# ---- design 1 ----
[config.mk]
export PLATFORM = sky130hd
export DESIGN_NAME = adc_scan_sequencer
export DESIGN_NICKNAME = d
export VERILOG_FILES = /design/src/rtl/adc_pkg.sv /design/src/rtl/adc_chan_pick.sv /design/src/rtl/adc_scan_sequencer.sv
export SDC_FILE = /design/constraint.sdc
export NUM_CORES = 1
export LEC_CHECK = 0
export CORE_MARGIN = 5
export CORE_UTILIZATION = 61
export CTS_CLUSTER_DIAMETER = 120
export DETAILED_ROUTE_END_ITERATION = 8
export GPL_ROUTABILITY_DRIVEN = 1
export GPL_TIMING_DRIVEN = 0
export MAX_ROUTING_LAYER = met4
export PLACE_DENSITY_LB_ADDON = 0.3
export SYNTH_ARGS = -nofsm -noshare
export SYNTH_HDL_FRONTEND = slang
export SYNTH_HIERARCHICAL = 1
export SYNTH_SLANG_ARGS = --single-unit
[constraint.sdc]
create_clock -name clk -period 3.35 [get_ports clk]
set_input_delay 0.5025 -clock clk [delete_from_list [all_inputs] [get_ports clk]]
set_output_delay 0.5025 -clock clk [all_outputs]
set_load 0.01 [all_outputs]
[src/rtl/adc_pkg.sv]
// Shared types and default sizing for the ADC scan sequencer.
package adc_pkg;
  localparam int NCH_DEF = 8;
  localparam int DW_DEF  = 12;
  localparam int TMO_DEF = 255;

  typedef logic [2:0] ch_t;

  typedef enum logic [1:0] {
    ST_IDLE,
    ST_ISSUE,
    ST_WAIT,
    ST_NEXT
  } state_e;
endpackage

[src/rtl/adc_chan_pick.sv]
// Finds the lowest set mask bit above idx (or at idx when incl is high).
module adc_chan_pick
  import adc_pkg::*;
#(
  parameter int NCH = NCH_DEF
) (
  input  logic [NCH-1:0] mask,
  input  ch_t            idx,
  input  logic           incl,
  output ch_t            nxt,
  output logic           none
);
  // Scan downward so the lowest qualifying bit is the last one written.
  always_comb begin
    nxt  = '0;
    none = 1'b1;
    for (int i = NCH - 1; i >= 0; i--) begin
      if (mask[i] && ((i > int'(idx)) || (incl && (i == int'(idx))))) begin
        nxt  = ch_t'(i);
        none = 1'b0;
      end
    end
  end
endmodule

[src/rtl/adc_scan_sequencer.sv]
// Walks a latched channel mask, issuing one ADC conversion per set bit,
// banking results per channel and streaming them out with end-of-scan done.
module adc_scan_sequencer
  import adc_pkg::*;
#(
  parameter int NCH = NCH_DEF,
  parameter int DW  = DW_DEF,
  parameter int TMO = TMO_DEF
) (
  input  logic           clk,
  input  logic           rst,
  input  logic           start,
  input  logic           continuous,
  input  logic [NCH-1:0] chan_mask,
  output logic           cmd_valid,
  output logic [2:0]     cmd_channel,
  input  logic           cmd_ready,
  input  logic           rsp_valid,
  input  logic [2:0]     rsp_channel,
  input  logic [DW-1:0]  rsp_data,
  output logic           res_valid,
  output logic [2:0]     res_channel,
  output logic [DW-1:0]  res_data,
  input  logic [2:0]     rd_sel,
  output logic [DW-1:0]  rd_data,
  output logic           busy,
  output logic           done,
  output logic           err
);
  localparam int TW = $clog2(TMO + 1);
  localparam logic [TW-1:0] TMO_LAST = TW'(TMO - 1);

  state_e                  state_q, state_d;
  logic [NCH-1:0]          scan_mask_q, scan_mask_d;
  ch_t                     cur_q, cur_d;
  logic [TW-1:0]           tmo_q, tmo_d;
  logic                    cmd_valid_q, cmd_valid_d;
  logic                    res_valid_q, res_valid_d;
  ch_t                     res_channel_q, res_channel_d;
  logic [DW-1:0]           res_data_q, res_data_d;
  logic [NCH-1:0][DW-1:0]  bank_q, bank_d;
  logic                    busy_q, busy_d;
  logic                    done_q, done_d;
  logic                    err_q, err_d;

  ch_t  nxt_ch, first_ch;
  logic nxt_none, first_none;
  logic rsp_hit, tmo_hit;

  adc_chan_pick #(.NCH(NCH)) u_pick_next (
    .mask(scan_mask_q), .idx(cur_q), .incl(1'b0), .nxt(nxt_ch), .none(nxt_none)
  );

  adc_chan_pick #(.NCH(NCH)) u_pick_first (
    .mask(chan_mask), .idx(ch_t'(0)), .incl(1'b1), .nxt(first_ch), .none(first_none)
  );

  assign rsp_hit = rsp_valid && (rsp_channel == cur_q);
  assign tmo_hit = (tmo_q == TMO_LAST);

  always_comb begin
    state_d       = state_q;
    scan_mask_d   = scan_mask_q;
    cur_d         = cur_q;
    tmo_d         = tmo_q;
    cmd_valid_d   = cmd_valid_q;
    res_valid_d   = 1'b0;
    res_channel_d = res_channel_q;
    res_data_d    = res_data_q;
    bank_d        = bank_q;
    done_d        = 1'b0;
    err_d         = err_q;
    unique case (state_q)
      ST_IDLE: begin
        if (start) begin
          err_d = 1'b0;
          if (first_none) begin
            done_d = 1'b1;
          end else begin
            scan_mask_d = chan_mask;
            cur_d       = first_ch;
            cmd_valid_d = 1'b1;
            state_d     = ST_ISSUE;
          end
        end
      end
      ST_ISSUE: begin
        if (cmd_ready) begin
          cmd_valid_d = 1'b0;
          tmo_d       = '0;
          state_d     = ST_WAIT;
        end
      end
      ST_WAIT: begin
        // done is raised here so it lines up with the registered result strobe.
        if (rsp_hit) begin
          bank_d[cur_q] = rsp_data;
          res_valid_d   = 1'b1;
          res_channel_d = cur_q;
          res_data_d    = rsp_data;
          done_d        = nxt_none;
          state_d       = ST_NEXT;
        end else begin
          if (rsp_valid) err_d = 1'b1;
          if (tmo_hit) begin
            err_d   = 1'b1;
            done_d  = nxt_none;
            state_d = ST_NEXT;
          end else begin
            tmo_d = tmo_q + 1'b1;
          end
        end
      end
      ST_NEXT: begin
        if (!nxt_none) begin
          cur_d       = nxt_ch;
          cmd_valid_d = 1'b1;
          state_d     = ST_ISSUE;
        end else if (continuous && !first_none) begin
          scan_mask_d = chan_mask;
          cur_d       = first_ch;
          cmd_valid_d = 1'b1;
          state_d     = ST_ISSUE;
        end else begin
          state_d = ST_IDLE;
        end
      end
      default: state_d = ST_IDLE;
    endcase
    busy_d = (state_d != ST_IDLE);
  end

  always_ff @(posedge clk) begin
    if (rst) begin
      state_q       <= ST_IDLE;
      scan_mask_q   <= '0;
      cur_q         <= '0;
      tmo_q         <= '0;
      cmd_valid_q   <= 1'b0;
      res_valid_q   <= 1'b0;
      res_channel_q <= '0;
      res_data_q    <= '0;
      bank_q        <= '0;
      busy_q        <= 1'b0;
      done_q        <= 1'b0;
      err_q         <= 1'b0;
    end else begin
      state_q       <= state_d;
      scan_mask_q   <= scan_mask_d;
      cur_q         <= cur_d;
      tmo_q         <= tmo_d;
      cmd_valid_q   <= cmd_valid_d;
      res_valid_q   <= res_valid_d;
      res_channel_q <= res_channel_d;
      res_data_q    <= res_data_d;
      bank_q        <= bank_d;
      busy_q        <= busy_d;
      done_q        <= done_d;
      err_q         <= err_d;
    end
  end

  assign cmd_valid   = cmd_valid_q;
  assign cmd_channel = cur_q;
  assign res_valid   = res_valid_q;
  assign res_channel = res_channel_q;
  assign res_data    = res_data_q;
  assign busy        = busy_q;
  assign done        = done_q;
  assign err         = err_q;
  assign rd_data     = (int'(rd_sel) < NCH) ? bank_q[rd_sel] : '0;
endmodule
# ---- design 2 ----
$ cat src/rtl/muldiv_seq.sv
// Multicycle signed MULT (radix-2 Booth) / DIV (restoring) sequencer, one iteration per clock.
// Optional define MULDIV_DIVZERO_EXC_EN: DIV by zero exits early and pulses div_zero with done.
module muldiv_seq #(
  parameter int WIDTH = 32
) (
  input  logic             clk,
  input  logic             reset_in,
  input  logic             start,
  input  logic             op,
  input  logic [WIDTH-1:0] a,
  input  logic [WIDTH-1:0] b,
  output logic             busy,
  output logic             done,
`ifdef MULDIV_DIVZERO_EXC_EN
  output logic             div_zero,
`endif
  output logic [WIDTH-1:0] hi,
  output logic [WIDTH-1:0] lo
);

  localparam int CW = (WIDTH > 1) ? $clog2(WIDTH) : 1;
  // Booth register carries one guard bit above the product so the upper-half add cannot overflow.
  localparam int AW = 2 * WIDTH + 2;
  localparam logic [CW-1:0] LAST = CW'(WIDTH - 1);

  typedef enum logic [2:0] {IDLE, LOAD, MRUN, DRUN, FIX, DONE} state_t;

  state_t           state_q, state_d;
  logic             op_q, op_d;
  logic [WIDTH-1:0] a_q, a_d, b_q, b_d;
  logic [AW-1:0]    acc_q, acc_d;
  logic [WIDTH-1:0] rem_q, rem_d, quo_q, quo_d, dvs_q, dvs_d;
  logic             neg_quo_q, neg_quo_d, neg_rem_q, neg_rem_d;
  logic [CW-1:0]    cnt_q, cnt_d;
  logic [WIDTH-1:0] hi_q, hi_d, lo_q, lo_d;

  logic [WIDTH:0]   upper, a_ext, sum;
  logic [WIDTH:0]   rem_sh, diff;
  logic [WIDTH-1:0] a_abs, b_abs;
  logic             b_zero;

  always_ff @(posedge clk or negedge reset_in) begin
    if (!reset_in) begin
      state_q   <= IDLE;
      op_q      <= 1'b0;
      a_q       <= '0;
      b_q       <= '0;
      acc_q     <= '0;
      rem_q     <= '0;
      quo_q     <= '0;
      dvs_q     <= '0;
      neg_quo_q <= 1'b0;
      neg_rem_q <= 1'b0;
      cnt_q     <= '0;
      hi_q      <= '0;
      lo_q      <= '0;
    end else begin
      state_q   <= state_d;
      op_q      <= op_d;
      a_q       <= a_d;
      b_q       <= b_d;
      acc_q     <= acc_d;
      rem_q     <= rem_d;
      quo_q     <= quo_d;
      dvs_q     <= dvs_d;
      neg_quo_q <= neg_quo_d;
      neg_rem_q <= neg_rem_d;
      cnt_q     <= cnt_d;
      hi_q      <= hi_d;
      lo_q      <= lo_d;
    end
  end

  always_comb begin
    upper  = acc_q[AW-1:WIDTH+1];
    a_ext  = {a_q[WIDTH-1], a_q};
    sum    = upper;
    case (acc_q[1:0])
      2'b01:   sum = upper + a_ext;
      2'b10:   sum = upper - a_ext;
      default: sum = upper;
    endcase
    rem_sh = {rem_q, quo_q[WIDTH-1]};
    diff   = rem_sh - {1'b0, dvs_q};
    a_abs  = a_q[WIDTH-1] ? -a_q : a_q;
    b_abs  = b_q[WIDTH-1] ? -b_q : b_q;
    b_zero = (b_q == '0);
  end

  always_comb begin
    state_d   = state_q;
    op_d      = op_q;
    a_d       = a_q;
    b_d       = b_q;
    acc_d     = acc_q;
    rem_d     = rem_q;
    quo_d     = quo_q;
    dvs_d     = dvs_q;
    neg_quo_d = neg_quo_q;
    neg_rem_d = neg_rem_q;
    cnt_d     = cnt_q;
    hi_d      = hi_q;
    lo_d      = lo_q;
    case (state_q)
      IDLE: begin
        if (start) begin
          op_d    = op;
          a_d     = a;
          b_d     = b;
          state_d = LOAD;
        end
      end
      LOAD: begin
        cnt_d = '0;
        if (!op_q) begin
          acc_d   = {{(WIDTH + 1){1'b0}}, b_q, 1'b0};
          state_d = MRUN;
        end else begin
          neg_quo_d = a_q[WIDTH-1] ^ b_q[WIDTH-1];
          neg_rem_d = a_q[WIDTH-1];
          quo_d     = a_abs;
          dvs_d     = b_abs;
          rem_d     = '0;
          state_d   = DRUN;
`ifdef MULDIV_DIVZERO_EXC_EN
          if (b_zero) state_d = DONE;
`endif
        end
      end
      MRUN: begin
        acc_d = {sum[WIDTH], sum, acc_q[WIDTH:1]};
        cnt_d = cnt_q + CW'(1);
        if (cnt_q == LAST) state_d = FIX;
      end
      DRUN: begin
        // rem_sh < 2*|b|, so a successful subtract always leaves a value that fits WIDTH bits.
        if (!diff[WIDTH]) begin
          rem_d = diff[WIDTH-1:0];
          quo_d = {quo_q[WIDTH-2:0], 1'b1};
        end else begin
          rem_d = rem_sh[WIDTH-1:0];
          quo_d = {quo_q[WIDTH-2:0], 1'b0};
        end
        cnt_d = cnt_q + CW'(1);
        if (cnt_q == LAST) state_d = FIX;
      end
      FIX: begin
        if (!op_q) begin
          hi_d = acc_q[2*WIDTH:WIDTH+1];
          lo_d = acc_q[WIDTH:1];
        end else begin
          lo_d = neg_quo_q ? -quo_q : quo_q;
          hi_d = neg_rem_q ? -rem_q : rem_q;
`ifndef MULDIV_DIVZERO_EXC_EN
          if (b_zero) begin
            lo_d = '1;
            hi_d = a_q;
          end
`endif
        end
        state_d = DONE;
      end
      DONE:    state_d = IDLE;
      default: state_d = IDLE;
    endcase
  end

  assign busy = (state_q != IDLE);
  assign done = (state_q == DONE);
  assign hi   = hi_q;
  assign lo   = lo_q;
`ifdef MULDIV_DIVZERO_EXC_EN
  assign div_zero = done & op_q & b_zero;
`endif

endmodule

$ cat config.mk
export PLATFORM = sky130hd
export DESIGN_NAME = muldiv_seq
export DESIGN_NICKNAME = d
export VERILOG_FILES = /design/src/rtl/muldiv_seq.sv
export SDC_FILE = /design/constraint.sdc
export NUM_CORES = 1
export LEC_CHECK = 0
export CAP_MARGIN = 40
export CORE_UTILIZATION = 40
export DETAILED_ROUTE_END_ITERATION = 8
export PLACE_DENSITY = 0.62
export SETUP_SLACK_MARGIN = 0.5
export SLEW_MARGIN = 20
export SYNTH_ARGS = -nofsm -noshare
export SYNTH_HDL_FRONTEND = slang
export SYNTH_SLANG_ARGS = --single-unit
export TNS_END_PERCENT = 10
$ cat constraint.sdc
create_clock -name clk -period 6.3 [get_ports clk]
set_input_delay 0.945 -clock clk [delete_from_list [all_inputs] [get_ports clk]]
set_output_delay 0.945 -clock clk [all_outputs]
set_load 0.02 [all_outputs]
# ---- design 3 ----
===== src/rtl/uart_pkg.sv =====
// Shared UART definitions: TX state encoding, parity-type constants and
// default widths used by the transmitter and its interface.
package uart_pkg;

    localparam int DATA_WIDTH     = 8;
    localparam int PRESCALE_WIDTH = 6;

    localparam logic PAR_EVEN = 1'b0;
    localparam logic PAR_ODD  = 1'b1;

    typedef enum logic [2:0] {
        TX_IDLE,
        TX_START,
        TX_DATA,
        TX_PARITY,
        TX_STOP
    } tx_state_e;

endpackage


===== src/rtl/uart_tx_if.sv =====
// Request/line bundle between the TX data source and the UART transmitter.
interface uart_tx_if;

    logic [uart_pkg::DATA_WIDTH-1:0]     P_DATA;
    logic                                Data_Valid;
    logic                                PAR_EN;
    logic                                PAR_TYP;
    logic [uart_pkg::PRESCALE_WIDTH-1:0] prescale;
    logic                                TX_OUT;
    logic                                busy;

    modport master (
        output P_DATA, Data_Valid, PAR_EN, PAR_TYP, prescale,
        input  TX_OUT, busy
    );

    modport slave (
        input  P_DATA, Data_Valid, PAR_EN, PAR_TYP, prescale,
        output TX_OUT, busy
    );

endinterface


===== src/rtl/uart_tx_serializer.sv =====
// Payload shift register for the UART transmitter: parallel load, LSB-first
// shift and a bit counter flagging the last payload bit.
module uart_tx_serializer
    import uart_pkg::*;
(
    input  logic                  clk,
    input  logic                  rst,
    input  logic                  load,
    input  logic                  shift,
    input  logic [DATA_WIDTH-1:0] load_data,
    output logic                  ser_data,
    output logic                  ser_done
);

    localparam int CNT_W = $clog2(DATA_WIDTH);

    logic [DATA_WIDTH-1:0] shift_q, shift_d;
    logic [CNT_W-1:0]      bit_cnt_q, bit_cnt_d;

    always_comb begin
        shift_d   = shift_q;
        bit_cnt_d = bit_cnt_q;
        if (load) begin
            shift_d   = load_data;
            bit_cnt_d = '0;
        end else if (shift) begin
            shift_d   = {1'b0, shift_q[DATA_WIDTH-1:1]};
            bit_cnt_d = bit_cnt_q + 1'b1;
        end
    end

    always_ff @(posedge clk or posedge rst) begin
        if (rst) begin
            shift_q   <= '0;
            bit_cnt_q <= '0;
        end else begin
            shift_q   <= shift_d;
            bit_cnt_q <= bit_cnt_d;
        end
    end

    assign ser_data = shift_q[0];
    assign ser_done = (bit_cnt_q == CNT_W'(DATA_WIDTH - 1));

endmodule


===== src/rtl/uart_tx.sv =====
// UART transmitter: start bit, 8 data bits LSB first, optional parity, one
// stop bit, each held for a latched prescale count; registered line and busy.
module uart_tx
    import uart_pkg::*;
(
    input logic      clk,
    input logic      rst,
    uart_tx_if.slave tx_if
);

    tx_state_e                 state_q, state_d;
    logic [PRESCALE_WIDTH-1:0] edge_cnt_q, edge_cnt_d;
    logic [PRESCALE_WIDTH-1:0] presc_m1_q, presc_m1_d;
    logic                      par_en_q, par_en_d;
    logic                      par_bit_q, par_bit_d;
    logic                      tx_out_q, tx_out_d;
    logic                      busy_q, busy_d;

    logic last_cycle, accept, ser_shift, ser_data, ser_done;

    assign last_cycle = (edge_cnt_q == presc_m1_q);
    assign accept     = tx_if.Data_Valid &&
                        (state_q == TX_IDLE || (state_q == TX_STOP && last_cycle));
    assign ser_shift  = (state_q == TX_DATA) && last_cycle;

    uart_tx_serializer u_ser (
        .clk       (clk),
        .rst       (rst),
        .load      (accept),
        .shift     (ser_shift),
        .load_data (tx_if.P_DATA),
        .ser_data  (ser_data),
        .ser_done  (ser_done)
    );

    // NOTE: every always_comb output gets a default first so no path can infer a latch.
    always_comb begin
        state_d    = state_q;
        edge_cnt_d = edge_cnt_q;
        presc_m1_d = presc_m1_q;
        par_en_d   = par_en_q;
        par_bit_d  = par_bit_q;

        if (accept) begin
            edge_cnt_d = '0;
            // A prescale of 0 behaves as 1, so the terminal count stays at 0.
            presc_m1_d = (tx_if.prescale == '0) ? '0 : tx_if.prescale - 1'b1;
            par_en_d   = tx_if.PAR_EN;
            par_bit_d  = (^tx_if.P_DATA) ^ (tx_if.PAR_TYP == PAR_ODD);
        end else if (state_q != TX_IDLE) begin
            edge_cnt_d = last_cycle ? '0 : edge_cnt_q + 1'b1;
        end

        case (state_q)
            TX_IDLE:   if (accept) state_d = TX_START;
            TX_START:  if (last_cycle) state_d = TX_DATA;
            TX_DATA:   if (last_cycle && ser_done) state_d = par_en_q ? TX_PARITY : TX_STOP;
            TX_PARITY: if (last_cycle) state_d = TX_STOP;
            TX_STOP:   if (last_cycle) state_d = accept ? TX_START : TX_IDLE;
            default:   state_d = TX_IDLE;
        endcase
    end

    // Line and busy follow the current state one clock later.
    always_comb begin
        tx_out_d = 1'b1;
        busy_d   = (state_q != TX_IDLE);
        case (state_q)
            TX_START:  tx_out_d = 1'b0;
            TX_DATA:   tx_out_d = ser_data;
            TX_PARITY: tx_out_d = par_bit_q;
            default:   tx_out_d = 1'b1;
        endcase
    end

    // NOTE: sequential state uses non-blocking assignments so all flops update together.
    always_ff @(posedge clk or posedge rst) begin
        if (rst) begin
            state_q    <= TX_IDLE;
            edge_cnt_q <= '0;
            presc_m1_q <= '0;
            par_en_q   <= 1'b0;
            par_bit_q  <= 1'b0;
            tx_out_q   <= 1'b1;
            busy_q     <= 1'b0;
        end else begin
            state_q    <= state_d;
            edge_cnt_q <= edge_cnt_d;
            presc_m1_q <= presc_m1_d;
            par_en_q   <= par_en_d;
            par_bit_q  <= par_bit_d;
            tx_out_q   <= tx_out_d;
            busy_q     <= busy_d;
        end
    end

    assign tx_if.TX_OUT = tx_out_q;
    assign tx_if.busy   = busy_q;

endmodule


===== src/flat_wrapper.sv =====
// flat-port wrapper written by rule: the top's interface ports become plain ports
module uart_tx_flat import uart_pkg::*;
  (clk, rst, tx_if_P_DATA, tx_if_Data_Valid, tx_if_PAR_EN, tx_if_PAR_TYP, tx_if_prescale, tx_if_TX_OUT, tx_if_busy);
  uart_tx_if tx_if_i ();
  input logic clk;
  input logic rst;
  input wire logic [$bits(tx_if_i.P_DATA)-1:0] tx_if_P_DATA;
  input wire logic [$bits(tx_if_i.Data_Valid)-1:0] tx_if_Data_Valid;
  input wire logic [$bits(tx_if_i.PAR_EN)-1:0] tx_if_PAR_EN;
  input wire logic [$bits(tx_if_i.PAR_TYP)-1:0] tx_if_PAR_TYP;
  input wire logic [$bits(tx_if_i.prescale)-1:0] tx_if_prescale;
  output wire logic [$bits(tx_if_i.TX_OUT)-1:0] tx_if_TX_OUT;
  output wire logic [$bits(tx_if_i.busy)-1:0] tx_if_busy;
  assign tx_if_i.P_DATA = tx_if_P_DATA;
  assign tx_if_i.Data_Valid = tx_if_Data_Valid;
  assign tx_if_i.PAR_EN = tx_if_PAR_EN;
  assign tx_if_i.PAR_TYP = tx_if_PAR_TYP;
  assign tx_if_i.prescale = tx_if_prescale;
  assign tx_if_TX_OUT = tx_if_i.TX_OUT;
  assign tx_if_busy = tx_if_i.busy;
  uart_tx u_core (.clk(clk), .rst(rst), .tx_if(tx_if_i));
endmodule

===== config.mk =====
export PLATFORM = sky130hd
export DESIGN_NAME = uart_tx_flat
export DESIGN_NICKNAME = d
export VERILOG_FILES = /design/src/rtl/uart_pkg.sv /design/src/rtl/uart_tx_if.sv /design/src/rtl/uart_tx_serializer.sv /design/src/rtl/uart_tx.sv /design/src/flat_wrapper.sv
export SDC_FILE = /design/constraint.sdc
export NUM_CORES = 1
export LEC_CHECK = 0
export ABC_CLOCK_PERIOD_IN_PS = 2700
export CORE_MARGIN = 2
export CORE_UTILIZATION = 35
export DETAILED_ROUTE_END_ITERATION = 10
export MAX_ROUTING_LAYER = met4
export SYNTH_ARGS = -nofsm -noshare
export SYNTH_HDL_FRONTEND = slang
export SYNTH_HIERARCHICAL = 1
export SYNTH_SLANG_ARGS = --single-unit

===== constraint.sdc =====
create_clock -name clk -period 2.7 [get_ports clk]
set_input_delay 0.27 -clock clk [delete_from_list [all_inputs] [get_ports clk]]
set_output_delay 0.27 -clock clk [all_outputs]
set_load 0.1 [all_outputs]

==> design_3/wires.png <==
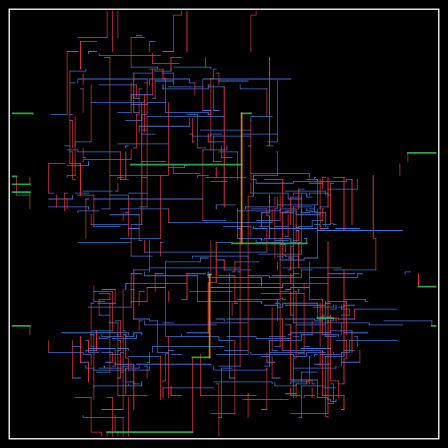
green -> metal 3  # wire length 75.8 um
orange -> metal 4  # wire length 36.7 um
blue -> metal 1  # wire length 1530 um
red -> metal 2  # wire length 1360 um

==> results.py, design 3 <==
# Metrics from the implementation run
metrics = {
    "synthesis": {
        "yosys.cell_types.count": 38,
        "syn_nets": 195,
        "edf_count": 0,
        "top_area_cell": "dfrtp_1",
        "flop_cell": "dfrtp_1",
        "yosysWarnings": 6,
        "compound_area_share_pct": 11.4,
        "ys_sh_mux_pct": 12.3,
    },
    "pwr": {
        "total_power_uw": 2000,
        "p_comb_uw": 738,
        "power_frac_seq_pct": 40.8,
    },
    "finish": {
        "largest_class": "logic gates",
        "nonClkBufAreaFrac_pct": 10.2,
        "fin_util_pct": 43.7,
        "n_antenna_cell": 0,
        "area_growth_syn_to_layout_pct": 20.3,
        "logic_area_sq_um": 868,
        "finalNonFillerCells": 259,
        "largest_reg_flops": 8,
        "num-clock-buffers": 6,
        "fillers": 459,
    },
    "detailed_routing": {
        "drt_iter0_markers": 111,
    },
    "worst_hold_path": {
        "holdCritPathClass": "input pin to async pin",
    },
    "sta": {
        "fin_hold_ws_ns": 0.326,
        "maxSlewViolCount": 0,
        "finalWorstSetupSlack_ns": 0.609,
        "fin_crit_sh_pct": 77.4,
        "tns_ns": 0,
    },
    "run_status": {
        "status": "finished, final reports clean",
    },
    "worst_setup_path": {
        "crit_path_max_incr_delay_ns": 0.44,
        "startpoint": "u_core/edge_cnt_q[2]$_DFFE_PP0P_",
        "cpMaxStageDelayCell": "dfrtp_1",
        "critPathMaxFanout": 19,
        "path_buffers": 1,
        "cp_top_family": "simple AND/OR/NAND/NOR gates",
        "critical_path_required_ns": 2.86,
    },
    "global_routing": {
        "grt_max_degree": 20,
        "use_met3_pct": 3.66,
        "grt_usage_pct": 13.1,
    },
    "floorplanning": {
        "fp-row-count": 25,
        "die_w_um": 74.0,
        "fp.dieH_um": 74.0,
    },
}
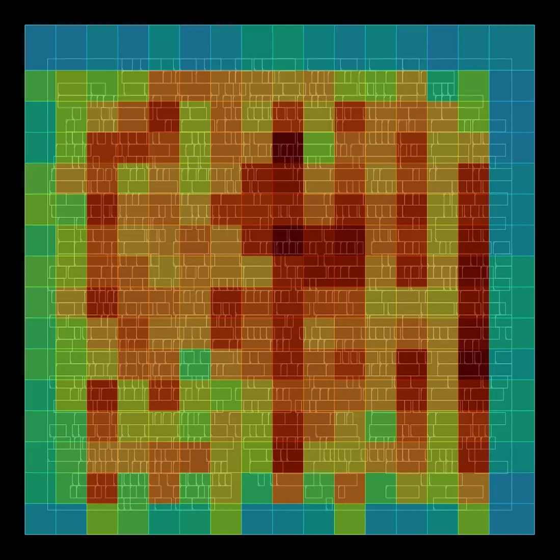
(design_1/congestion.png)
met3 usage: 6.21%
GRT met2 Usage: 51.4%
GRT busiest layer: met2
final core occ: 75.6%

==> results.py, design 1 <==
# Metrics from the implementation run
metrics = {
    "job": {
        "warnings": 27,
    },
    "sta": {
        "tightest_slew_ns": 0.676,
        "finalWorstSetupSlack_ns": 0.190,
        "rsz0062_at_grt": "false",
    },
    "run_status": {
        "status": "finished, final reports clean",
    },
    "worst_setup_path": {
        "crit_path_max_incr_delay_ns": 0.56,
        "startpoint": "rd_sel[0]",
        "cpMaxStageDelayCell": "mux4_2",
        "critical_path_required_ns": 2.85,
        "cp_top_family": "buffers and inverters",
        "regToRegSetupSlack_ns": 0.86,
    },
    "finish": {
        "final-clk-cell-share_pct": 7.23,
        "area_growth_syn_to_layout_pct": 20.3,
        "fin_area_sq_um": 7880,
        "nonClkBufAreaFrac_pct": 10.3,
        "final_common_cell": "nand2_1",
        "largest_class": "logic gates",
        "largest-register": "bank_q",
        "logic_area_sq_um": 3550,
    },
    "pwr": {
        "p_int_uw": 2910,
        "cellLeakagePower_uw": 0.00271,
    },
    "synthesis": {
        "synth.cellmix.adderShare_pct": 0.382,
        "yosysWarnings": 6,
        "synth_flops": 137,
    },
    "detailed_routing": {
        "wl_met1_um": 7040,
        "viasPerCell": 5.93,
    },
    "placement": {
        "place_ws_ns": 0.169,
        "dp.final_hpwl_um": 12700,
    },
    "global_routing": {
        "overflow": 0,
    },
    "clock_tree": {
        "clk_latency_ns": 0.53,
        "cts.sinks": 137,
        "h-tree-depth": 4,
    },
    "worst_hold_path": {
        "holdCritPathClass": "input pin to register",
        "min_path_cells": 3,
    },
    "floorplanning": {
        "fp.dieH_um": 114,
        "die_area_sq_um": 12900,
    },
}
==> design_2/clk_routes.png <==
Bar = 50 um.
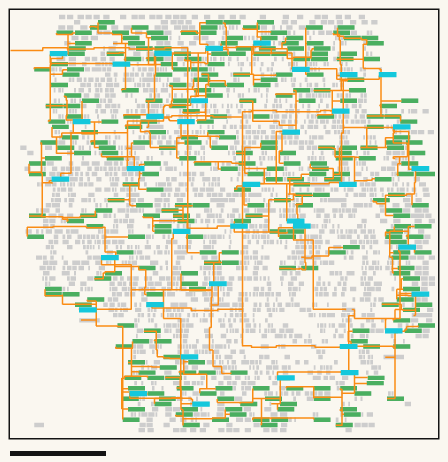
cyan -> clock drivers  # count 37
green -> flip-flops  # count 300
orange -> clock wires  # length 4750 um
flops lie = widely spread
routed clock nets = 38
Worst-Skew Late Latency: 0.57 ns
Final Skew: 0.0209 ns
clk pwr: 2310 uW
Clk pwr share: 18.0%

==> results.py, design 2 <==
# Metrics from the implementation run
metrics = {
    "finish": {
        "drive_gt1_share_pct": 7.64,
        "n_antenna_cell": 0,
        "area.sequential_sq_um": 7510,
        "seq_area_share_pct": 33.2,
        "num-clock-buffers": 49,
        "flops": 300,
        "comb_cells": 1760,
    },
    "synthesis": {
        "yosysWarnings": 0,
        "yosys.area_share.simple_pct": 16.4,
        "top_cell_area_share_pct": 38.6,
        "topCellsByArea": "dfrtp_1 (39%), nand2_1 (7.0%), o21ai_0 (6.5%), xor2_1 (5.1%), ha_1 (4.6%)",
    },
    "worst_setup_path": {
        "start_kind": "register",
        "cp.arrival_ns": 5.47,
        "crit_cells": 18,
        "cp_cell_sequence": "inv_1, ha_1, or3b_1, or4_1, or3_1, nor2_1, nor2_1, xnor2_1, ha_1, a21oi_1, nand2_1, or2_2, o21ai_0, o211a_1, o21bai_1, a211oi_1, xor2_1, o21ai_0",
        "rr_worst_depth": 18,
        "cp_top_family": "simple AND/OR/NAND/NOR gates",
    },
    "placement": {
        "gp_congestion": 0.915,
        "port_buffers": 133,
        "dp_cells": 2902,
    },
    "pwr": {
        "total_power_uw": 12900,
        "power_leader": "combinational logic",
        "p_seq_uw": 3420,
    },
    "global_routing": {
        "use_met3_pct": 3.21,
        "grt_pass1_vias": 16100,
        "grt_usage_pct": 24.1,
    },
    "worst_hold_path": {
        "holdCritPathClass": "input pin to async pin",
    },
    "sta": {
        "rsz0062_at_grt": "false",
        "tns_ns": 0,
    },
    "clock_tree": {
        "cts_hold_buf": 0,
    },
    "run_status": {
        "status": "finished, final reports clean",
    },
    "detailed_routing": {
        "wl_per_cell_um": 20.1,
    },
    "floorplanning": {
        "fp-row-count": 80,
    },
}


==> screenshots <==
Placed cells, one colour a class.
(a)
Bar = 20 um.
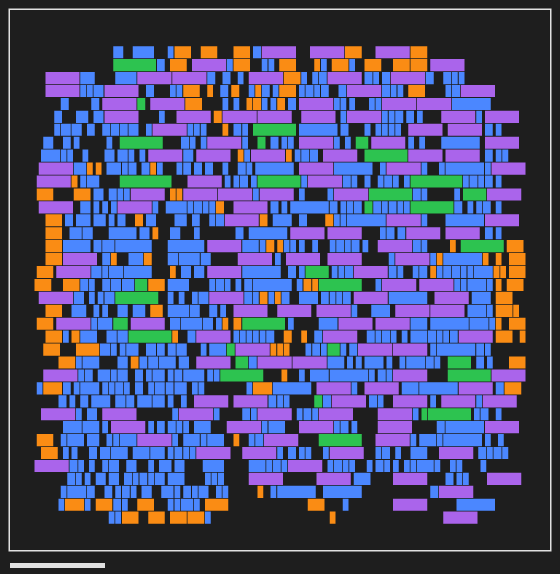
(b)
Bar = 50 um.
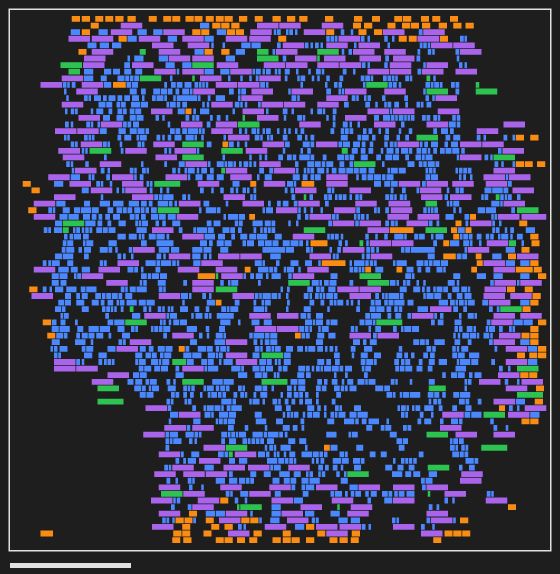
(c)
Bar = 20 um.
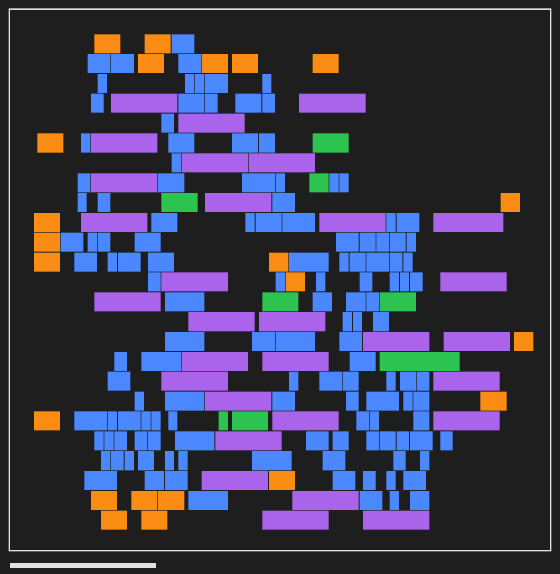
(b) comes from design 2.
(c) comes from design 3.
(a) comes from design 1.

Key to (a):
green -> clock drivers and dummy loads  # cells 32
blue -> combinational and other logic  # cells 609
orange -> other buffers and delay cells  # cells 113
purple -> flops  # cells 137

Power and IR drop assume default switching activity.
